# ---- cpu_csr_access_ctl ----
Fig. 1: cpu_csr_access_ctl, M2 wires
The bar under the picture is 20 um long.
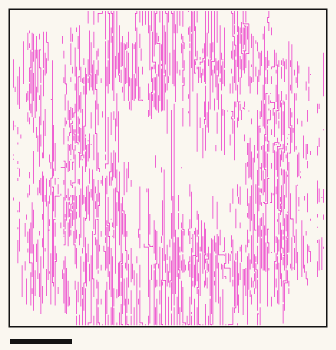

`src/rtl/cpu_csr_access_ctl_pkg.sv`:
```
// rtl/cpu_csr_access_ctl_pkg.sv - shared CSR types and Zicsr decode helpers
package cpu_csr_access_ctl_pkg;

    typedef logic [11:0] csr_t;
    typedef logic [31:0] word_t;

    typedef enum logic [1:0] {
        CSR_OP_RW = 2'b01,
        CSR_OP_RS = 2'b10,
        CSR_OP_RC = 2'b11
    } csr_op_t;

    // CSRRW with rd=x0 must not read (no read side effects)
    function automatic logic csr_do_read(input csr_op_t op, input logic rd_zero);
        return !(op == CSR_OP_RW && rd_zero);
    endfunction

    // CSRRS/CSRRC with a zero source must not write
    function automatic logic csr_do_write(input csr_op_t op, input logic src_zero);
        return (op == CSR_OP_RW) || !src_zero;
    endfunction

endpackage

```
`src/rtl/cpu_csr_access_ctl_rmw.sv`:
```
// rtl/cpu_csr_access_ctl_rmw.sv - read-modify-write value for CSRRW/CSRRS/CSRRC
module cpu_csr_rmw
    import cpu_csr_access_ctl_pkg::*;
(
    input  csr_op_t op,
    input  word_t   old,
    input  word_t   operand,
    output word_t   new_value
);

    always_comb begin
        new_value = old;
        case (op)
            CSR_OP_RW: new_value = operand;
            CSR_OP_RS: new_value = old | operand;
            CSR_OP_RC: new_value = old & ~operand;
            default:   new_value = old;
        endcase
    end

endmodule

```
`src/rtl/cpu_csr_access_ctl.sv`:
```
// rtl/cpu_csr_access_ctl.sv - Zicsr request sequencer in front of the CSR register file
module cpu_csr_access_ctl
    import cpu_csr_access_ctl_pkg::*;
#(
    parameter bit RO_CHECK = 1'b1
) (
    input  logic    clk_i,
    input  logic    reset_ni,
    input  logic    req_valid_i,
    output logic    req_ready_o,
    input  csr_op_t req_op_i,
    input  csr_t    req_addr_i,
    input  word_t   req_operand_i,
    input  logic    req_src_zero_i,
    input  logic    req_rd_zero_i,
    output logic    resp_valid_o,
    input  logic    resp_ready_i,
    output word_t   resp_data_o,
    output logic    resp_illegal_o,
    output csr_t    csr_read_addr_o,
    output logic    csr_read_enable_o,
    input  word_t   csr_read_data_i,
    output csr_t    csr_write_addr_o,
    output word_t   csr_write_data_o,
    output logic    csr_write_enable_o
);

    localparam logic [1:0] S_IDLE  = 2'd0;
    localparam logic [1:0] S_READ  = 2'd1;
    localparam logic [1:0] S_WRITE = 2'd2;
    localparam logic [1:0] S_RESP  = 2'd3;

    logic [1:0] state;
    csr_op_t    op_q;
    csr_t       addr_q;
    word_t      operand_q;
    logic       src_zero_q;
    logic       rd_zero_q;
    word_t      data_q;
    logic       illegal_q;

    logic       accept;
    logic       in_read;
    logic       in_illegal;
    logic       do_read;
    logic       do_write;
    word_t      old_value;
    word_t      new_value;

    assign req_ready_o = reset_ni && (state == S_IDLE);
    assign accept      = req_valid_i && req_ready_o;

    // Flags for the accept-edge transition come from the inputs being latched
    assign in_read    = csr_do_read(req_op_i, req_rd_zero_i);
    assign in_illegal = RO_CHECK && csr_do_write(req_op_i, req_src_zero_i)
                        && (req_addr_i[11:10] == 2'b11);

    assign do_read   = csr_do_read(op_q, rd_zero_q);
    assign do_write  = csr_do_write(op_q, src_zero_q);
    assign old_value = do_read ? csr_read_data_i : '0;

    cpu_csr_rmw u_rmw (
        .op        (op_q),
        .old       (old_value),
        .operand   (operand_q),
        .new_value (new_value)
    );

    always_ff @(posedge clk_i or negedge reset_ni) begin
        if (!reset_ni) begin
            state      <= S_IDLE;
            op_q       <= CSR_OP_RW;
            addr_q     <= '0;
            operand_q  <= '0;
            src_zero_q <= 1'b0;
            rd_zero_q  <= 1'b0;
            data_q     <= '0;
            illegal_q  <= 1'b0;
        end else begin
            case (state)
                S_IDLE: begin
                    if (accept) begin
                        op_q       <= req_op_i;
                        addr_q     <= req_addr_i;
                        operand_q  <= req_operand_i;
                        src_zero_q <= req_src_zero_i;
                        rd_zero_q  <= req_rd_zero_i;
                        data_q     <= '0;
                        illegal_q  <= in_illegal;
                        if (in_illegal)   state <= S_RESP;
                        else if (in_read) state <= S_READ;
                        else              state <= S_WRITE;
                    end
                end
                S_READ:  state <= S_WRITE;
                S_WRITE: begin
                    data_q <= old_value;
                    state  <= S_RESP;
                end
                default: begin
                    if (resp_ready_i) state <= S_IDLE;
                end
            endcase
        end
    end

    assign csr_read_enable_o  = (state == S_READ);
    assign csr_read_addr_o    = (state == S_READ) ? addr_q : '0;
    assign csr_write_enable_o = (state == S_WRITE) && do_write;
    assign csr_write_addr_o   = (state == S_WRITE) ? addr_q : '0;
    assign csr_write_data_o   = (state == S_WRITE) ? new_value : '0;

    assign resp_valid_o   = (state == S_RESP);
    assign resp_data_o    = data_q;
    assign resp_illegal_o = illegal_q;

endmodule

```
`config.mk`:
```
export PLATFORM = sky130hd
export DESIGN_NAME = cpu_csr_access_ctl
export DESIGN_NICKNAME = d
export VERILOG_FILES = /design/src/rtl/cpu_csr_access_ctl_pkg.sv /design/src/rtl/cpu_csr_access_ctl_rmw.sv /design/src/rtl/cpu_csr_access_ctl.sv
export SDC_FILE = /design/constraint.sdc
export NUM_CORES = 1
export LEC_CHECK = 0
export CAP_MARGIN = 40
export CORE_MARGIN = 2
export CORE_UTILIZATION = 48
export DETAILED_ROUTE_END_ITERATION = 8
export PLACE_DENSITY = 0.94
export RECOVER_POWER = 25
export SLEW_MARGIN = 5
export SYNTH_ARGS = -nofsm -noshare
export SYNTH_HDL_FRONTEND = slang
export SYNTH_SLANG_ARGS = --single-unit
```
`constraint.sdc`:
```
create_clock -name clk_i -period 3.7 [get_ports clk_i]
set_input_delay 0.37 -clock clk_i [delete_from_list [all_inputs] [get_ports clk_i]]
set_output_delay 0.37 -clock clk_i [all_outputs]
set_load 0.01 [all_outputs]
```
# ---- freq_divide_by_100 ----
[config.mk]
export PLATFORM = sky130hd
export DESIGN_NAME = freq_divide_by_100
export DESIGN_NICKNAME = d
export VERILOG_FILES = /design/src/rtl/timer_pkg.sv /design/src/rtl/freq_divide_by_100_mod_counter.sv /design/src/rtl/freq_divide_by_100.sv
export SDC_FILE = /design/constraint.sdc
export NUM_CORES = 1
export LEC_CHECK = 0
export CAP_MARGIN = 10
export CORE_MARGIN = 10
export CORE_UTILIZATION = 25
export DETAILED_ROUTE_END_ITERATION = 8
export PLACE_DENSITY = 0.42
export RECOVER_POWER = 50
export SYNTH_ARGS = -nofsm -noshare
export SYNTH_HDL_FRONTEND = slang
export SYNTH_SLANG_ARGS = --single-unit
[constraint.sdc]
create_clock -name in_clock -period 0.93 [get_ports in_clock]
set_input_delay 0.279 -clock in_clock [delete_from_list [all_inputs] [get_ports in_clock]]
set_output_delay 0.279 -clock in_clock [all_outputs]
set_load 0.005 [all_outputs]
[src/rtl/timer_pkg.sv]
// Shared constants and helpers for the microwave timer clock-divider path.
package timer_pkg;

  localparam int DEFAULT_DIVISOR = 100;

  // Counter width for a modulus, never narrower than one bit.
  function automatic int cnt_width(input int half);
    return (half > 1) ? $clog2(half) : 1;
  endfunction

endpackage

[src/rtl/freq_divide_by_100_mod_counter.sv]
// Free-running modulo-MODULUS counter with a wrap flag on the terminal count.
module mod_counter
  import timer_pkg::*;
#(
  parameter  int MODULUS = 50,
  localparam int W       = cnt_width(MODULUS)
) (
  input  logic         clk_i,
  input  logic         rst_ni,
  output logic [W-1:0] count_o,
  output logic         wrap_o
);

  localparam logic [W-1:0] LAST = W'(MODULUS - 1);
  localparam logic [W-1:0] ONE  = W'(1);

  logic [W-1:0] count_q;
  logic [W-1:0] count_d;
  logic         wrap;

  always_comb begin
    count_d = count_q + ONE;
    wrap    = (count_q == LAST);
    if (wrap) begin
      count_d = '0;
    end else begin
      count_d = count_q + ONE;
    end
  end

  always_ff @(posedge clk_i or negedge rst_ni) begin
    if (!rst_ni) begin
      count_q <= '0;
    end else begin
      count_q <= count_d;
    end
  end

  assign count_o = count_q;
  assign wrap_o  = wrap;

endmodule

[src/rtl/freq_divide_by_100.sv]
// Divide-by-DIVISOR 50 %-duty clock divider (100 Hz -> 1 Hz by default).
// Optional registered out_tick pulse on each rising out_clock edge: define FREQ_DIV_TICK_EN.
// in_reset_n has no internal pull-up; an instantiating wrapper must tie it high when unused.
module freq_divide_by_100
  import timer_pkg::*;
#(
  parameter int DIVISOR = DEFAULT_DIVISOR
) (
  input  logic in_clock,
  output logic out_clock,
  input  logic in_reset_n
`ifdef FREQ_DIV_TICK_EN
  ,
  output logic out_tick
`endif
);

  localparam int HALF = DIVISOR / 2;
  localparam int CW   = cnt_width(HALF);
  localparam logic [CW-1:0] LAST = CW'(HALF - 1);

  if ((DIVISOR < 2) || ((DIVISOR % 2) != 0)) begin : g_bad_divisor
    $error("freq_divide_by_100: DIVISOR must be even and >= 2");
  end

  logic [1:0]    sync_q;
  logic          rst_sync_n;
  logic [CW-1:0] count;
  logic          wrap;
  logic          toggle;
  logic          out_clk_q;
  logic          out_clk_d;

  // Assertion clears at once; release reaches the counter on the 2nd edge, so the first count is on the 3rd.
  always_ff @(posedge in_clock or negedge in_reset_n) begin
    if (!in_reset_n) begin
      sync_q <= 2'b00;
    end else begin
      sync_q <= {sync_q[0], 1'b1};
    end
  end

  assign rst_sync_n = sync_q[1];

  mod_counter #(
    .MODULUS(HALF)
  ) u_counter (
    .clk_i  (in_clock),
    .rst_ni (rst_sync_n),
    .count_o(count),
    .wrap_o (wrap)
  );

  // Cross-check the wrap flag against the count it was derived from.
  always_comb begin
    toggle    = wrap && (count == LAST);
    out_clk_d = out_clk_q;
    if (toggle) begin
      out_clk_d = ~out_clk_q;
    end else begin
      out_clk_d = out_clk_q;
    end
  end

  always_ff @(posedge in_clock or negedge rst_sync_n) begin
    if (!rst_sync_n) begin
      out_clk_q <= 1'b0;
    end else begin
      out_clk_q <= out_clk_d;
    end
  end

  assign out_clock = out_clk_q;

`ifdef FREQ_DIV_TICK_EN
  logic tick_q;
  logic tick_d;

  always_comb begin
    tick_d = 1'b0;
    if (toggle && !out_clk_q) begin
      tick_d = 1'b1;
    end else begin
      tick_d = 1'b0;
    end
  end

  always_ff @(posedge in_clock or negedge rst_sync_n) begin
    if (!rst_sync_n) begin
      tick_q <= 1'b0;
    end else begin
      tick_q <= tick_d;
    end
  end

  assign out_tick = tick_q;
`endif

endmodule


==> layout pictures side by side <==
Power grid.
The bar under the picture is 20 um long. Pins as bars on the die edge.
Plate I
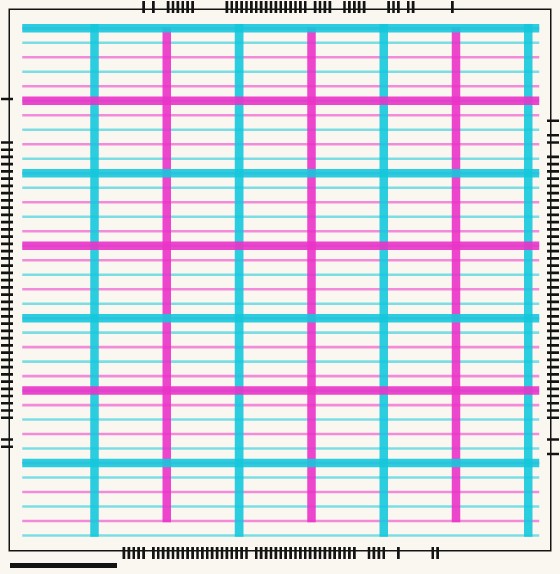
Plate II
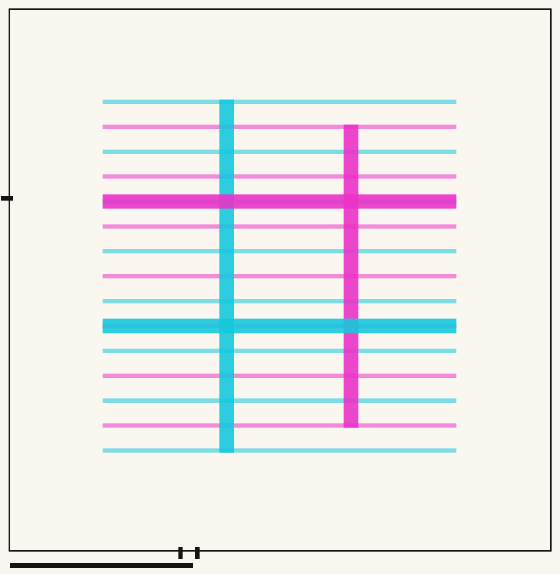
The one with the most pins is Plate I.
The one with the largest die is Plate I.
| picture | from |
|---|---|
| Plate II | freq_divide_by_100 |
| Plate I | cpu_csr_access_ctl |

Key to Plate II:
VDD -> magenta
VSS -> cyan
met4 straps = 2
met1 rails = 15
signal pins = 3

Fig. 2: freq_divide_by_100, routed metal per tile
The bar under the picture is 20 um long. 12 x 12 tiles, from dark blue (low) to red (high), scaled to the fullest tile. Values are wire area over tile area, all layers added.
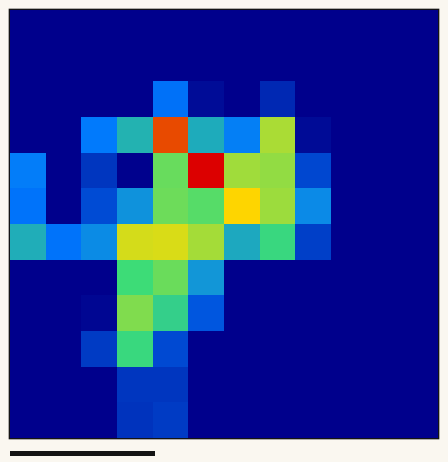
nearly empty tiles = 67%
fullest tile = 0.26
tiles over half the peak = 11%
mean over tiles = 0.031
densest ninth of the die = center
final routed wire length divided by cell count: 11.8 um
total length of routed wires: 708 um
GR Util All Layers: 0.0507
vias after detailed routing: 247

==> impl.org, freq_divide_by_100 <==
#+TITLE: Physical design notes

** Synth
- Tally of yosys warning messages :: 0
- Distinct cell type count of the synthesized netlist :: 14
- Of the total synthesized cell area, the portion taken by AND-OR and OR-AND cells is 0.0526.
- Synthesized netlist net count :: 34
- Number of flops mapped to enable cells by yosys :: 0
- The cell-mix breakdown from Yosys lists the XOR/XNOR area share as 0.112.
- Largest non-sequential cell family by area :: simple AND/OR/NAND/NOR gates

** Global routing
- After global routing the overflow that remains totals 0.

** Run status
- Violations in the final reports :: negative setup slack
- Status :: finished with violations

** Timing
- Sum of negative setup slack :: -0.951 ns
- Worst setup slack after layout :: -0.168 ns
- The last timing report of the flow puts the setup violation total at 7.
- Worst hold slack across all endpoints :: between 0.1 and 0.15 ns
- Final Slew Violations :: 0

** Critical path
- Worst Setup EP :: out_clock
- Series of cell instances along the critical path :: inv_1, ha_2, and4_4, xor2_2
- Along the critical path, the tally of buffer and inverter instances is 1.

** Drt
- The detailed router finished its first iteration with 0 violations.
- Detailed-routed wire length on met3 :: 24 um

** Clocking
- The later pin in the worst-skew pair is clocked with a latency of approximately 0.26 ns.
- Clock tree from TritonCTS :: yes

** Placed design
- Placed cell count :: 53
## freq_divide_by_100: registers in the layout (all words and copies together) (netlist names)
name,cells
u_counter.count_o,6
out_clock,1
sync_q,2
## freq_divide_by_100: layout make-up
type	instances	share of cell area
Sequential cell	9	0.444
Multi-Input combinational cell	19	0.294
Timing Repair Buffer	11	0.163
Clock buffer	4	0.0519
Tap cell	16	0.0395
Inverter	1	0.00741
Fig. 3: cpu_csr_access_ctl, met3 routing
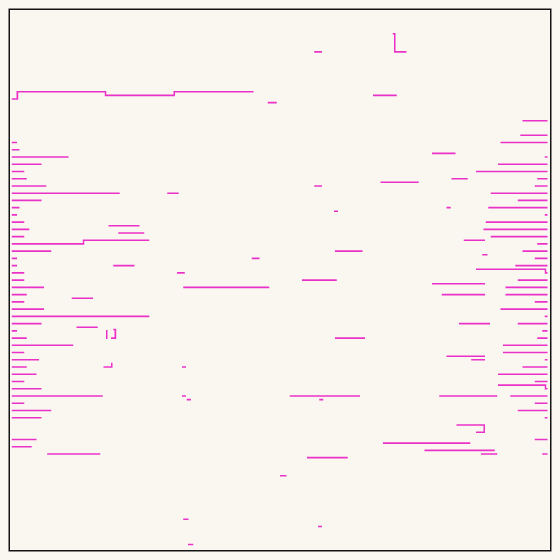
nets with wire on the layer = 114
wire length on this layer = 711 um

Notes on Fig. 1 above:
main direction = vertical
wire length on this layer = 6,870 um

==> impl.org, cpu_csr_access_ctl <==
#+TITLE: Physical design notes

** Die
- Chip area :: roughly 10,000 um2
- The die is 101 um tall.

** Critical path
- The worst register-to-register path has a setup slack of between 1 and 1.5 ns.
- Grouping stages by cell kind, the critical path spends the most delay in buffers and inverters.

** Finish
- Flop count :: just over 80
- In the final layout, the share of cells above drive strength 1 is 0.124.
- Number of ordinary inverters in the final layout :: 6

** Synth
- Synthesized netlist net count :: 536
- Count of mapped cells out of synthesis :: approximately 450

** Clocking
- Cells resized by post-CTS repair :: 0
- Number of buffers added to fix hold violations after cts :: 1

** Run status
- Status :: completed

** Placed design
- After detailed placement, the design holds a cell count of between 700 and 800.
- Summing all placed instances gives a cell area of approximately 6400 um2.

** Timing
- The max-slew check reports its worst relative slack as 0.0902.
[cpu_csr_access_ctl: logic make-up after synthesis]
family | after synthesis | share of synthesized area
DFF | 83 | 0.457
muxes | 47 | 0.116
AOI/OAI and AO/OA | 142 | 0.192
and+or+nand+nor | 134 | 0.182
buffers and inverters | 36 | 0.0396
adders and majority gates | 5 | 0.0137
[cpu_csr_access_ctl: report_power, final]
group | internal [uW] | total [uW] | leakage, uW | switching (uW)
combinational | 1560 | 2970 | 0.00163 | 1410
sequential | 1360 | 1700 | 0.00101 | 344
clock | 234 | 555 | 0.0000730 | 321
total | 3150 | 5230 | 0.00272 | 2080

# ---- vend_change_fsm ----
Fig. 4: vend_change_fsm, power grid
The bar under the picture is 20 um long. Pins as bars on the die edge.
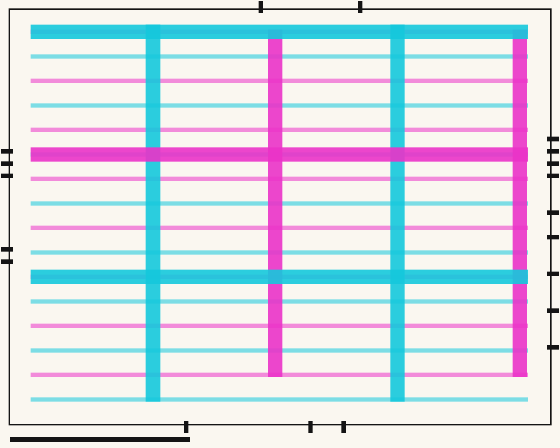

File: src/rtl/vend_change_fsm_pkg.sv
// vend_pkg: shared types and helpers for the vending change controller.
//   vend_state_e : controller states (IDLE, COLLECT, VEND, CHANGE)
//   COIN_*       : coin_type encodings
//   coin_value() : unit value of a coin encoding (0 for the invalid code)
package vend_pkg;

  typedef enum logic [1:0] {
    IDLE    = 2'd0,
    COLLECT = 2'd1,
    VEND    = 2'd2,
    CHANGE  = 2'd3
  } vend_state_e;

  localparam logic [1:0] COIN_1   = 2'b00;
  localparam logic [1:0] COIN_5   = 2'b01;
  localparam logic [1:0] COIN_10  = 2'b10;
  localparam logic [1:0] COIN_BAD = 2'b11;

  function automatic logic [4:0] coin_value(input logic [1:0] coin_type);
    logic [4:0] val;
    case (coin_type)
      COIN_1:  val = 5'd1;
      COIN_5:  val = 5'd5;
      COIN_10: val = 5'd10;
      default: val = 5'd0;
    endcase
    return val;
  endfunction

endpackage

File: src/rtl/vend_change_fsm_change_hold_timer.sv
// change_hold_timer: loadable down-counter that times the change display window.
//   clk, rst_n : clock and asynchronous active-low reset
//   load_i     : load CHANGE_HOLD-1 (has priority over enable)
//   en_i       : decrement by one while the count is non-zero
//   done_o     : count has reached zero
module change_hold_timer #(
  parameter int CHANGE_HOLD = 4
) (
  input  logic clk,
  input  logic rst_n,
  input  logic load_i,
  input  logic en_i,
  output logic done_o
);

  localparam int W = (CHANGE_HOLD > 1) ? $clog2(CHANGE_HOLD) : 1;
  localparam logic [W-1:0] LOAD_VAL = W'(CHANGE_HOLD - 1);

  logic [W-1:0] cnt_q, cnt_d;

  always_comb begin
    cnt_d = cnt_q;
    if (load_i) begin
      cnt_d = LOAD_VAL;
    end else if (en_i && (cnt_q != '0)) begin
      cnt_d = cnt_q - 1'b1;
    end
  end

  always_ff @(posedge clk or negedge rst_n) begin
    if (!rst_n) begin
      cnt_q <= '0;
    end else begin
      cnt_q <= cnt_d;
    end
  end

  assign done_o = (cnt_q == '0);

endmodule

File: src/rtl/vend_change_fsm.sv
// vend_change_fsm: coin-accepting vending controller that feeds the change
// seven-segment decoder.
//   clk, rst_n       : clock and asynchronous active-low reset
//   coin_valid_i     : single-cycle coin strobe
//   coin_type_i[1:0] : 00=1, 01=5, 10=10 units, 11=invalid
//   cancel_i         : refund request, level sampled
//   credit_o[4:0]    : accumulated credit
//   dispense_o       : one-cycle vend pulse
//   change_amt_o[3:0]: change code to the decoder
//   change_valid_o   : change_amt_o is being presented
//   coin_reject_o    : pulse on the cycle after a rejected coin
//   busy_o           : in VEND or CHANGE
//
// state   | meaning
// IDLE    | no credit, waiting for a coin
// COLLECT | 0 < credit < PRICE, accepting coins or cancel
// VEND    | one-cycle dispense, change computed at exit
// CHANGE  | change/refund held for CHANGE_HOLD cycles
module vend_change_fsm
  import vend_pkg::*;
#(
  parameter int PRICE       = 7,
  parameter int CHANGE_HOLD = 4
) (
  input  logic       clk,
  input  logic       rst_n,
  input  logic       coin_valid_i,
  input  logic [1:0] coin_type_i,
  input  logic       cancel_i,
  output logic [4:0] credit_o,
  output logic       dispense_o,
  output logic [3:0] change_amt_o,
  output logic       change_valid_o,
  output logic       coin_reject_o,
  output logic       busy_o
);

  localparam logic [4:0] PRICE_U = 5'(PRICE);

  vend_state_e state_q, state_d;
  logic [4:0]  credit_q, credit_d;
  logic [3:0]  change_q, change_d;
  logic        reject_q, reject_d;
  logic        timer_load, timer_en, timer_done;
  logic        busy;
  logic        coin_ok;
  logic [4:0]  sum;

  assign busy = (state_q == VEND) || (state_q == CHANGE);

  always_comb begin
    state_d    = state_q;
    credit_d   = credit_q;
    change_d   = change_q;
    timer_load = 1'b0;
    timer_en   = 1'b0;
    coin_ok    = coin_valid_i && (coin_type_i != COIN_BAD);
    sum        = credit_q + coin_value(coin_type_i);
    // Coins arriving while busy are bounced, as are invalid codes anywhere.
    reject_d   = coin_valid_i && ((coin_type_i == COIN_BAD) || busy);

    case (state_q)
      IDLE, COLLECT: begin
        if (coin_ok) begin
          // Coin is added before cancel is considered; reaching the price wins.
          credit_d = sum;
          if (sum >= PRICE_U) begin
            state_d = VEND;
          end else if (cancel_i && (state_q == COLLECT)) begin
            change_d   = 4'(sum);
            credit_d   = '0;
            state_d    = CHANGE;
            timer_load = 1'b1;
          end else begin
            state_d = COLLECT;
          end
        end else if (cancel_i && (state_q == COLLECT)) begin
          change_d   = 4'(credit_q);
          credit_d   = '0;
          state_d    = CHANGE;
          timer_load = 1'b1;
        end
      end
      VEND: begin
        credit_d = '0;
        change_d = 4'(credit_q - PRICE_U);
        if (credit_q > PRICE_U) begin
          state_d    = CHANGE;
          timer_load = 1'b1;
        end else begin
          state_d = IDLE;
        end
      end
      CHANGE: begin
        if (timer_done) begin
          state_d  = IDLE;
          change_d = '0;
        end else begin
          timer_en = 1'b1;
        end
      end
      default: begin
        state_d  = IDLE;
        credit_d = '0;
        change_d = '0;
      end
    endcase
  end

  always_ff @(posedge clk or negedge rst_n) begin
    if (!rst_n) begin
      state_q  <= IDLE;
      credit_q <= '0;
      change_q <= '0;
      reject_q <= 1'b0;
    end else begin
      state_q  <= state_d;
      credit_q <= credit_d;
      change_q <= change_d;
      reject_q <= reject_d;
    end
  end

  change_hold_timer #(
    .CHANGE_HOLD(CHANGE_HOLD)
  ) u_hold_timer (
    .clk   (clk),
    .rst_n (rst_n),
    .load_i(timer_load),
    .en_i  (timer_en),
    .done_o(timer_done)
  );

  assign credit_o       = credit_q;
  assign dispense_o     = (state_q == VEND);
  assign change_amt_o   = change_q;
  assign change_valid_o = (state_q == CHANGE);
  assign coin_reject_o  = reject_q;
  assign busy_o         = busy;

endmodule

File: config.mk
export PLATFORM = sky130hd
export DESIGN_NAME = vend_change_fsm
export DESIGN_NICKNAME = d
export VERILOG_FILES = /design/src/rtl/vend_change_fsm_pkg.sv /design/src/rtl/vend_change_fsm_change_hold_timer.sv /design/src/rtl/vend_change_fsm.sv
export SDC_FILE = /design/constraint.sdc
export NUM_CORES = 1
export LEC_CHECK = 0
export CORE_ASPECT_RATIO = 0.75
export CORE_MARGIN = 2
export CORE_UTILIZATION = 44
export CTS_BUF_LIST = sky130_fd_sc_hd__clkbuf_8 sky130_fd_sc_hd__clkbuf_16
export CTS_CLUSTER_SIZE = 25
export DETAILED_ROUTE_END_ITERATION = 12
export PLACE_DENSITY = 0.69
export RECOVER_POWER = 100
export SETUP_SLACK_MARGIN = 0.02
export SLEW_MARGIN = 20
export SYNTH_ARGS = -nofsm -noshare
export SYNTH_HDL_FRONTEND = slang
export SYNTH_SLANG_ARGS = --single-unit
File: constraint.sdc
create_clock -name clk -period 2.7 [get_ports clk]
set_input_delay 0.81 -clock clk [delete_from_list [all_inputs] [get_ports clk]]
set_output_delay 0.81 -clock clk [all_outputs]
set_load 0.01 [all_outputs]
# ---- mem_port_arbiter ----
File: config.mk
export PLATFORM = sky130hd
export DESIGN_NAME = mem_port_arbiter
export DESIGN_NICKNAME = d
export VERILOG_FILES = /design/src/rtl/mem_port_arbiter_pkg.sv /design/src/rtl/mem_port_arbiter.sv
export SDC_FILE = /design/constraint.sdc
export NUM_CORES = 1
export LEC_CHECK = 0
export CAP_MARGIN = 5
export CORE_ASPECT_RATIO = 0.8
export CORE_MARGIN = 2
export CORE_UTILIZATION = 35
export DETAILED_ROUTE_END_ITERATION = 10
export PLACE_DENSITY = 0.81
export SLEW_MARGIN = 20
export SYNTH_ARGS = -nofsm -noshare
export SYNTH_HDL_FRONTEND = slang
export SYNTH_SLANG_ARGS = --single-unit
File: constraint.sdc
create_clock -name clk -period 1.7 [get_ports clk]
set_clock_uncertainty 0.05 [all_clocks]
set_input_delay 0.255 -clock clk [delete_from_list [all_inputs] [get_ports clk]]
set_output_delay 0.255 -clock clk [all_outputs]
set_load 0.005 [all_outputs]
File: src/rtl/mem_port_arbiter_pkg.sv
// Shared types and constants for the unified memory port arbiter.
// Holds the FSM state encoding, byte-enable/word-mask constants and the starvation counter helper.
package mem_port_arbiter_pkg;

    localparam int unsigned BE_W       = 4;
    localparam int unsigned STARVE_W   = 4;
    localparam int unsigned BYTE_OFF_W = 2;

    localparam logic [BE_W-1:0]       BE_ALL    = 4'b1111;
    localparam logic [BYTE_OFF_W-1:0] WORD_MASK = 2'b00;

    typedef enum logic [1:0] {
        IDLE  = 2'd0,
        GNT_I = 2'd1,
        GNT_D = 2'd2
    } arb_state_e;

    // Saturating increment of the consecutive-data-grant counter.
    function automatic logic [STARVE_W-1:0] starve_inc(
        input logic [STARVE_W-1:0] cnt,
        input logic [STARVE_W-1:0] lim
    );
        return (cnt >= lim) ? lim : cnt + STARVE_W'(1);
    endfunction

endpackage

File: src/rtl/mem_port_arbiter.sv
// Arbitrates the shared instruction/data memory port between the IF and MEM stages.
// Data wins ties; a bounded count of data grants while a fetch waits forces the fetch through.
module mem_port_arbiter
    import mem_port_arbiter_pkg::*;
#(
    parameter int unsigned ADDR_W     = 32,
    parameter int unsigned DATA_W     = 32,
    parameter int unsigned STARVE_MAX = 4
) (
    input  logic              clk,
    input  logic              reset,

    input  logic              if_req,
    input  logic [ADDR_W-1:0] if_addr,
    output logic [DATA_W-1:0] if_rdata,
    output logic              if_ready,
    output logic              if_stall,

    input  logic              d_req,
    input  logic              d_we,
    input  logic [ADDR_W-1:0] d_addr,
    input  logic [DATA_W-1:0] d_wdata,
    input  logic [BE_W-1:0]   d_be,
    output logic [DATA_W-1:0] d_rdata,
    output logic              d_ready,
    output logic              d_stall,

    output logic              mem_req,
    output logic              mem_we,
    output logic [ADDR_W-1:0] mem_addr,
    output logic [DATA_W-1:0] mem_wdata,
    output logic [BE_W-1:0]   mem_be,
    input  logic              mem_ack,
    input  logic [DATA_W-1:0] mem_rdata
);

    localparam logic [STARVE_W-1:0] STARVE_LIM = STARVE_W'(STARVE_MAX);

    arb_state_e          state_q,     state_d;
    logic [STARVE_W-1:0] starve_q,    starve_d;
    logic                mem_req_q,   mem_req_d;
    logic                mem_we_q,    mem_we_d;
    logic [ADDR_W-1:0]   mem_addr_q,  mem_addr_d;
    logic [DATA_W-1:0]   mem_wdata_q, mem_wdata_d;
    logic [BE_W-1:0]     mem_be_q,    mem_be_d;

    logic starving_c;
    logic unused_addr_lsb;

    // Requesters own alignment; the byte offset never reaches the memory.
    assign unused_addr_lsb = ^{if_addr[BYTE_OFF_W-1:0], d_addr[BYTE_OFF_W-1:0]};

    assign starving_c = if_req && (starve_q == STARVE_LIM);

    // Grant decision, memory-side register loading and starvation accounting.
    always_comb begin
        state_d     = state_q;
        starve_d    = starve_q;
        mem_req_d   = mem_req_q;
        mem_we_d    = mem_we_q;
        mem_addr_d  = mem_addr_q;
        mem_wdata_d = mem_wdata_q;
        mem_be_d    = mem_be_q;

        case (state_q)
            IDLE: begin
                if (!if_req) begin
                    starve_d = '0;
                end
                if (d_req && !starving_c) begin
                    state_d     = GNT_D;
                    mem_req_d   = 1'b1;
                    mem_we_d    = d_we;
                    mem_addr_d  = {d_addr[ADDR_W-1:BYTE_OFF_W], WORD_MASK};
                    mem_wdata_d = d_wdata;
                    mem_be_d    = d_we ? d_be : BE_ALL;
                    if (if_req) begin
                        starve_d = starve_inc(starve_q, STARVE_LIM);
                    end
                end else if (if_req) begin
                    state_d     = GNT_I;
                    mem_req_d   = 1'b1;
                    mem_we_d    = 1'b0;
                    mem_addr_d  = {if_addr[ADDR_W-1:BYTE_OFF_W], WORD_MASK};
                    mem_wdata_d = '0;
                    mem_be_d    = BE_ALL;
                    starve_d    = '0;
                end
            end
            GNT_I, GNT_D: begin
                if (mem_ack) begin
                    state_d   = IDLE;
                    mem_req_d = 1'b0;
                end
            end
            default: begin
                state_d   = IDLE;
                mem_req_d = 1'b0;
            end
        endcase
    end

    always_ff @(posedge clk) begin
        if (reset) begin
            state_q     <= IDLE;
            starve_q    <= '0;
            mem_req_q   <= 1'b0;
            mem_we_q    <= 1'b0;
            mem_addr_q  <= '0;
            mem_wdata_q <= '0;
            mem_be_q    <= '0;
        end else begin
            state_q     <= state_d;
            starve_q    <= starve_d;
            mem_req_q   <= mem_req_d;
            mem_we_q    <= mem_we_d;
            mem_addr_q  <= mem_addr_d;
            mem_wdata_q <= mem_wdata_d;
            mem_be_q    <= mem_be_d;
        end
    end

    // Completion is the ack seen while granted; read data passes straight through.
    assign if_ready  = (state_q == GNT_I) && mem_ack;
    assign d_ready   = (state_q == GNT_D) && mem_ack;
    assign if_rdata  = mem_rdata;
    assign d_rdata   = mem_rdata;
    assign if_stall  = if_req && !if_ready;
    assign d_stall   = d_req && !d_ready;

    assign mem_req   = mem_req_q;
    assign mem_we    = mem_we_q;
    assign mem_addr  = mem_addr_q;
    assign mem_wdata = mem_wdata_q;
    assign mem_be    = mem_be_q;

endmodule

# ---- pwm_compare_deadtime ----
===== config.mk =====
export PLATFORM = sky130hd
export DESIGN_NAME = pwm_compare_deadtime
export DESIGN_NICKNAME = d
export VERILOG_FILES = /design/src/rtl/pwm_compare_deadtime.sv
export SDC_FILE = /design/constraint.sdc
export NUM_CORES = 1
export LEC_CHECK = 0
export ABC_AREA = 1
export CAP_MARGIN = 25
export CORE_MARGIN = 5
export CORE_UTILIZATION = 52
export CTS_CLUSTER_DIAMETER = 40
export CTS_CLUSTER_SIZE = 16
export DETAILED_ROUTE_END_ITERATION = 8
export GPL_ROUTABILITY_DRIVEN = 0
export PLACE_DENSITY = 0.8
export SETUP_SLACK_MARGIN = 0.15
export SLEW_MARGIN = 40
export SYNTH_ARGS = -nofsm -noshare
export SYNTH_HDL_FRONTEND = slang
export SYNTH_SLANG_ARGS = --single-unit
export TNS_END_PERCENT = 30

===== constraint.sdc =====
create_clock -name clock -period 2 [get_ports clock]
set_input_delay 0.4 -clock clock [delete_from_list [all_inputs] [get_ports clock]]
set_output_delay 0.4 -clock clock [all_outputs]
set_load 0.01 [all_outputs]

===== src/rtl/pwm_compare_deadtime.sv =====
// rtl/pwm_compare_deadtime.sv - PWM compare with shadowed thresholds and complementary dead-time outputs
// Optional feature macro: PWM_OUTPUT_POLARITY_EN (adds out_polarity input)
module pwm_compare_deadtime #(
    parameter int COUNTER_WIDTH  = 16,
    parameter int DEADTIME_WIDTH = 8
) (
    input  logic                      clock,
    input  logic                      reset,
    input  logic                      enable,
    input  logic [COUNTER_WIDTH-1:0]  count_in,
    input  logic                      reload_compare,
    input  logic [COUNTER_WIDTH-1:0]  compare_low,
    input  logic [COUNTER_WIDTH-1:0]  compare_high,
    input  logic [DEADTIME_WIDTH-1:0] deadtime,
`ifdef PWM_OUTPUT_POLARITY_EN
    input  logic [1:0]                out_polarity,
`endif
    output logic                      out_a,
    output logic                      out_b,
    output logic                      in_deadtime
);

    typedef enum logic [2:0] {
        IDLE  = 3'd0,
        A_ON  = 3'd1,
        DT_AB = 3'd2,
        B_ON  = 3'd3,
        DT_BA = 3'd4
    } state_t;

    localparam logic [DEADTIME_WIDTH-1:0] DT_ZERO = '0;
    localparam logic [DEADTIME_WIDTH-1:0] DT_ONE  = DEADTIME_WIDTH'(1);

    logic [COUNTER_WIDTH-1:0]  low_sh_q, low_sh_d;
    logic [COUNTER_WIDTH-1:0]  high_sh_q, high_sh_d;
    logic [DEADTIME_WIDTH-1:0] dt_sh_q, dt_sh_d;
    logic [DEADTIME_WIDTH-1:0] dead_cnt_q, dead_cnt_d;
    logic                      raw_q, raw_d;
    state_t                    state_q, state_d;
    logic                      out_a_q, out_a_d;
    logic                      out_b_q, out_b_d;
    logic                      in_deadtime_q, in_deadtime_d;
    logic                      pol_a, pol_b;

`ifdef PWM_OUTPUT_POLARITY_EN
    assign pol_a = out_polarity[0];
    assign pol_b = out_polarity[1];
`else
    assign pol_a = 1'b0;
    assign pol_b = 1'b0;
`endif

    always_comb begin
        low_sh_d  = low_sh_q;
        high_sh_d = high_sh_q;
        dt_sh_d   = dt_sh_q;
        if (reload_compare) begin
            low_sh_d  = compare_low;
            high_sh_d = compare_high;
            dt_sh_d   = deadtime;
        end
        raw_d = enable && (count_in >= low_sh_q) && (count_in < high_sh_q);
    end

    // Next-state logic; the dead counter is only ever loaded on entry to a dead-time state.
    always_comb begin
        state_d    = state_q;
        dead_cnt_d = dead_cnt_q;
        if (!enable) begin
            state_d = IDLE;
        end else begin
            case (state_q)
                IDLE: state_d = raw_q ? A_ON : B_ON;
                A_ON: begin
                    if (!raw_q) begin
                        if (dt_sh_q == DT_ZERO) begin
                            state_d = B_ON;
                        end else begin
                            state_d    = DT_AB;
                            dead_cnt_d = dt_sh_q - DT_ONE;
                        end
                    end
                end
                DT_AB: begin
                    if (raw_q) begin
                        state_d = A_ON;
                    end else if (dead_cnt_q == DT_ZERO) begin
                        state_d = B_ON;
                    end else begin
                        dead_cnt_d = dead_cnt_q - DT_ONE;
                    end
                end
                B_ON: begin
                    if (raw_q) begin
                        if (dt_sh_q == DT_ZERO) begin
                            state_d = A_ON;
                        end else begin
                            state_d    = DT_BA;
                            dead_cnt_d = dt_sh_q - DT_ONE;
                        end
                    end
                end
                DT_BA: begin
                    if (!raw_q) begin
                        state_d = B_ON;
                    end else if (dead_cnt_q == DT_ZERO) begin
                        state_d = A_ON;
                    end else begin
                        dead_cnt_d = dead_cnt_q - DT_ONE;
                    end
                end
                default: state_d = IDLE;
            endcase
        end
    end

    always_comb begin
        out_a_d       = (state_d == A_ON) ^ pol_a;
        out_b_d       = (state_d == B_ON) ^ pol_b;
        in_deadtime_d = (state_d == DT_AB) || (state_d == DT_BA);
    end

    always_ff @(posedge clock or negedge reset) begin
        if (!reset) begin
            low_sh_q      <= '0;
            high_sh_q     <= '0;
            dt_sh_q       <= '0;
            dead_cnt_q    <= '0;
            raw_q         <= 1'b0;
            state_q       <= IDLE;
            out_a_q       <= pol_a;
            out_b_q       <= pol_b;
            in_deadtime_q <= 1'b0;
        end else begin
            low_sh_q      <= low_sh_d;
            high_sh_q     <= high_sh_d;
            dt_sh_q       <= dt_sh_d;
            dead_cnt_q    <= dead_cnt_d;
            raw_q         <= raw_d;
            state_q       <= state_d;
            out_a_q       <= out_a_d;
            out_b_q       <= out_b_d;
            in_deadtime_q <= in_deadtime_d;
        end
    end

    assign out_a       = out_a_q;
    assign out_b       = out_b_q;
    assign in_deadtime = in_deadtime_q;

endmodule


Fig. 5: mem_port_arbiter, M2 wires
The bar under the picture is 20 um long.
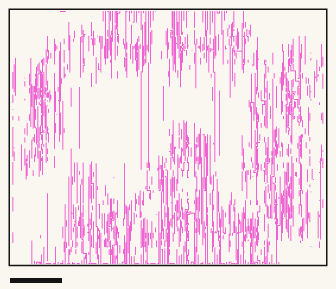
nets with wire on the layer = 617
wire length on this layer = 5,810 um
longest straight run = 40.8 um
share of all routed wire = 48%
main direction = vertical

==> impl.org, mem_port_arbiter <==
#+TITLE: Physical design notes

** Hold path
- Looking at hold timing, the worst path starts from d_req.

** Die
- The flow inserted around 140 tap cells.

** Power and ir drop
- Total internal power :: 3960 uW
- Seq pwr :: roughly 2000 uW
- Reported clock group power :: between 2000 and 2500 uW

** Clocking
- Maximum buffer depth of the clock tree :: 2
- The cell sitting at the root of the clock tree is a sky130_fd_sc_hd__clkbuf_16.
- Per the repair_timing log after CTS, setup buffers inserted total 1.
- The H-tree was split into 3 levels.

** Finish
- In the layout the commonest cells are sky130_fd_sc_hd__clkdlybuf4s50_1, sky130_fd_sc_hd__dfxtp_1, sky130_fd_sc_hd__nor2_1, sky130_fd_sc_hd__a21oi_1, sky130_fd_sc_hd__nand4_1.
- MI comb area :: between 1500 and 2000 um2
- Flop count :: 74

** Synth
- Of the total synthesized cell area, the portion taken by AND-OR and OR-AND cells is 0.221.
- Cell with the most instances after synthesis :: sky130_fd_sc_hd__dfxtp_1
- Per Yosys stat, the portion of area used by sequential elements is 0.377.
- Cell Area, Synth :: 3930 um2
- Syn avg cell area :: 8.52 um2
- The most used flip-flop cell after synthesis is sky130_fd_sc_hd__dfxtp_1.
- Largest cells by area after synthesis :: sky130_fd_sc_hd__dfxtp_1, sky130_fd_sc_hd__buf_4, sky130_fd_sc_hd__a311oi_2

** Drt
- Per the detail_route report, vias per standard cell equal approximately 5.3.
- Per the detail_route report, routed wire per instance is ~17 um.

** Timing
- Max Clk Rate :: 0.609 GHz

** Run status
- The run finished with clean final reports.

** Placed design
- Once placement finished, the instance area stood at between 5000 and 6000 um2.

** Global routing
- The via count of the first global-routing pass is ~3,600.

** Critical path
- The OpenROAD report gives the critical path a required time of about 1.9 ns.
## mem_port_arbiter: stage by stage
stage	hold slack (ns)	TNS (ns)	total power (uW)
2_1_floorplan	0.378	0	2760
3_3_place_gp	0.392	-3.52	3340
3_5_place_dp	0.395	-7.17	3390
4_1_cts	0.223	0	5450
5_1_grt	0.239	-0.204	5640
6_report	0.245	0	5400
## mem_port_arbiter: path summary, 6_finish.rpt
check	cells past startpoint	slack [ns]	endpoint
worst max register to register	7	0.06	mem_be[1]
worst max-delay path	7	0.06	mem_be[1]
worst min-delay path	3	0.25	state_q[1]
worst min register to register	2	0.41	mem_wdata[19]
Fig. 6: pwm_compare_deadtime, met3 routing
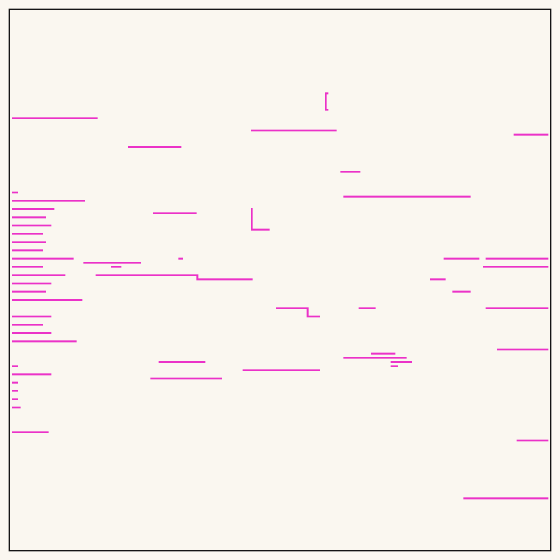
wire length on this layer = 381 um
nets with wire on the layer = 48
share of all routed wire = 5.2%
main direction = horizontal
longest straight run = 20.7 um
met3 usage: 0.0391
total length of routed wires: 7290 um

==> impl.org, pwm_compare_deadtime <==
#+TITLE: Physical design notes

** Synth
- Chip area estimate from yosys synthesis :: roughly 3200 um2
- Sequential area share after synthesis :: 0.426
- Top cells by instance count after synthesis :: sky130_fd_sc_hd__nand2_1, sky130_fd_sc_hd__inv_1, sky130_fd_sc_hd__dfrtp_1, sky130_fd_sc_hd__o21ai_0, sky130_fd_sc_hd__ha_1
- After synthesis, the share of flip-flops with an asynchronous set or reset is 1.00.
- Synthesis produced around 410 cells.
- The net count after synthesis is 501.
- Library cell with the largest summed area after synthesis :: sky130_fd_sc_hd__dfrtp_1

** Placed design
- At the placement stage, the worst setup path has a slack of ~0.016 ns.
- Port Buffer Count :: about 62
- The wire-length estimate of the detail-placed layout is 5630 um.

** Clocking
- H-tree levels :: 2
- Clock latency on the worst-skew pair :: a little over 0.3 ns
- Number of buffers added to fix hold violations after cts :: 0

** Timing
- RSZ-0062 raised after global routing :: yes
- Max Clk Rate :: between 0.5 and 0.6 GHz
- The final timing report lists clock skew as a little under 0.008 ns.
- Fin crit share :: 0.859

** Critical path
- Broken down by cell family, the worst path's largest delay share belongs to flip-flops.
- Crit path max-delay cell type :: sky130_fd_sc_hd__dfrtp_2
- Startpoint type of the worst setup path :: flop

** Die
- At the floorplan stage, the core utilization is reported as 0.540.
- Measured along the x axis, the die boundary spans approximately 90 um.

** Finish
- Register cell area after layout :: roughly 1400 um2
- The post-route utilization of the core is recorded as 0.693.

** Run
- The tool flagged a number of max-cap violations equal to 0.

** Power and ir drop
- Power density of the placed cells :: approximately 750 nW/um2
- Summed over all cells, the static leakage comes to 0.00207 uW.

** Run status
- Status :: completed

** Global routing
- Number of global-route vias before repair :: 2,841

** Hold path
- The tightest min-delay check is of the primary input to asynchronous set/reset pin type.
pwm_compare_deadtime: per-layer routing:
layer,part of all wire,GRT usage
met1,0.44,0.255
met3,0.052,0.0391
met2,0.50,0.342
met5,0,0
met4,0.0091,0.0577
pwm_compare_deadtime: registers in the layout (all words and copies together), names as in the netlist:
signal	flops
dt_sh_q	8
state_q	3
in_deadtime	1
dead_cnt_q	8
high_sh_q	16
out_a	1
raw_q	1
low_sh_q	16
out_b	1
pwm_compare_deadtime: power breakdown:
group | switching, uW | internal (uW)
clock network | 366 | 406
logic | 539 | 435
registers | 92.8 | 1280
Fig. 7: vend_change_fsm, clock routing
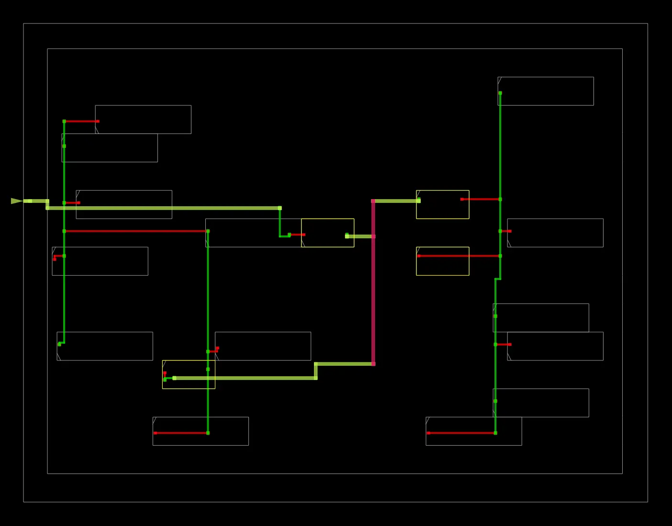
clock sink count: 14
CTS buffer count: 3

About Fig. 4:
VDD -> magenta
VSS -> cyan
met1 rails = 16
signal pins = 19
met5 straps = 3
rows = 15
Peak VDD IR: 0.482 mV
total core area: 2250 um2
die span in y: 45.9 um
DIE WIDTH: 59.9 um

==> impl.org, vend_change_fsm <==
#+TITLE: Physical design notes

** Finish
- The fraction of cell area in multi-input combinational cells is reported as 0.481.
- MI comb area :: approximately 660 um2
- Non-clock buffers in the final layout number 29.
- According to the finish report, the design has a final net count of between 150 and 200.
- Ant diodes :: 0

** Power and ir drop
- In this run, power in the clock network comes to ~210 uW.
- The share of total power dissipated in sequential elements is 0.261.

** Global routing
- Met3 usage :: 0.0625
- First-pass GRT wire length :: ~4100 um
- Global routing finished with a remaining overflow of 0.

** Placed design
- Port Buffer Count :: 18
- After legalization and detailed placement, the total HPWL measured 1870 um.

** Critical path
- Counting buffers and inverters, the worst setup path is 8 cells deep.
- The setup check on the worst reg-to-reg path leaves a slack of about 0.37 ns.
- Worst path arrival time :: around 2.8 ns

** Die
- The report lists the number of standard-cell rows as 15.
- Ports :: 19
- The share of the core area taken by cells at floorplan is 0.458.

** Synth
- Top cells by instance count after synthesis :: sky130_fd_sc_hd__dfrtp_1, sky130_fd_sc_hd__nor2_1, sky130_fd_sc_hd__nand2_1, sky130_fd_sc_hd__inv_1
- Largest cells by area after synthesis :: sky130_fd_sc_hd__dfrtp_1, sky130_fd_sc_hd__ha_1, sky130_fd_sc_hd__nor2_1
- Sequential area share after synthesis :: 0.339
- Async set or reset register ratio after synthesis :: 1.00
- The synthesized design contains 0 enable-type register cells.

** Drt
- For this run, the detailed router's first-pass iteration total came to 4.
- Per the detail_route report, routed wire per instance is ~16 um.

** Timing
- Time the worst path needs with I/O delays and setup :: 2.62 ns
- The transition time recorded at the tightest slew-check pin is around 0.66 ns.

** Run status
- The run finished with clean final reports.

** Run
- Total number of warnings across the stage logs :: 26
- Number of maximum-capacitance violations :: 0
-- vend_change_fsm: per-stage QoR --
step                setup slack, ns  std cells  utilization  TNS [ns]
CTS                          0.0244        164        0.616         0
detailed placement           -0.608        160        0.579     -6.57
global route                 0.0290        164        0.611         0
finish                       0.0767        164        0.611         0
floorplan                     0.108        109            -         0
global placement             -0.526        160        0.579     -5.62
-- vend_change_fsm: repair_timing --
item / 4_1_cts / 5_1_grt
buffers inserted: 0 / 0
hold buffers: 0 / 0
pin swaps: 2 / 1
endpoints found under the setup margin: 11 / 7
gates resized: 10 / 4


==> notes/layouts.md <==
Pictures saved along the way, in no particular order.

Wiring by layer.
The bar under the picture is 20 um long. Only two layers are drawn.
image #1
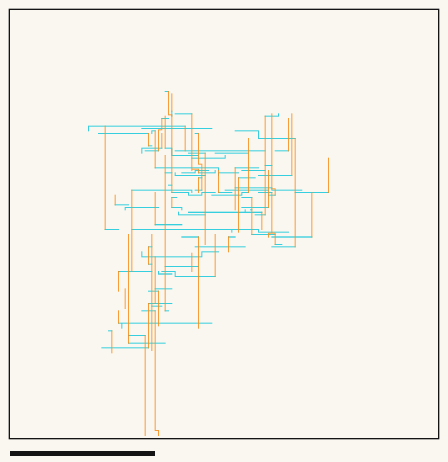
image #2
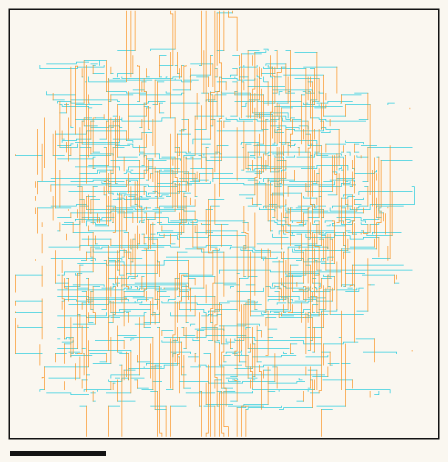
image #3
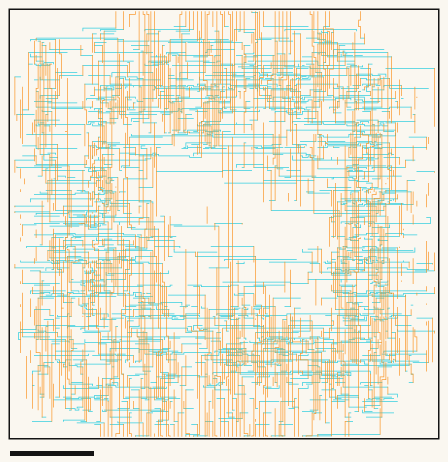
image #4
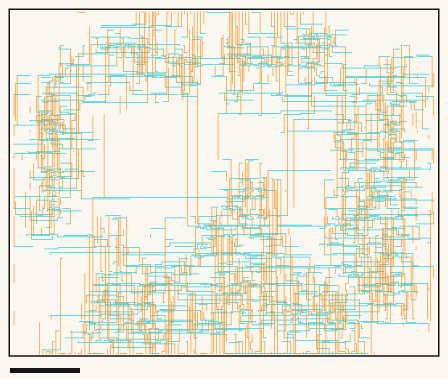
image #5
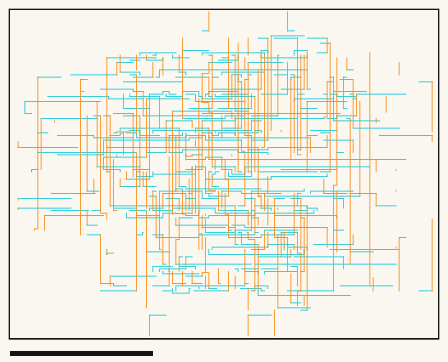
Of these, least wire: image #1
Of these, smallest die: image #5
Image #4 comes from mem_port_arbiter.
Image #1 comes from freq_divide_by_100.
Image #2 comes from pwm_compare_deadtime.
Image #3 comes from cpu_csr_access_ctl.
Image #5 comes from vend_change_fsm.

Key to image #5:
metal 1 -> cyan  # wire length 1,290 um
metal 2 -> orange  # wire length 1,130 um

Power and IR drop assume default switching activity.
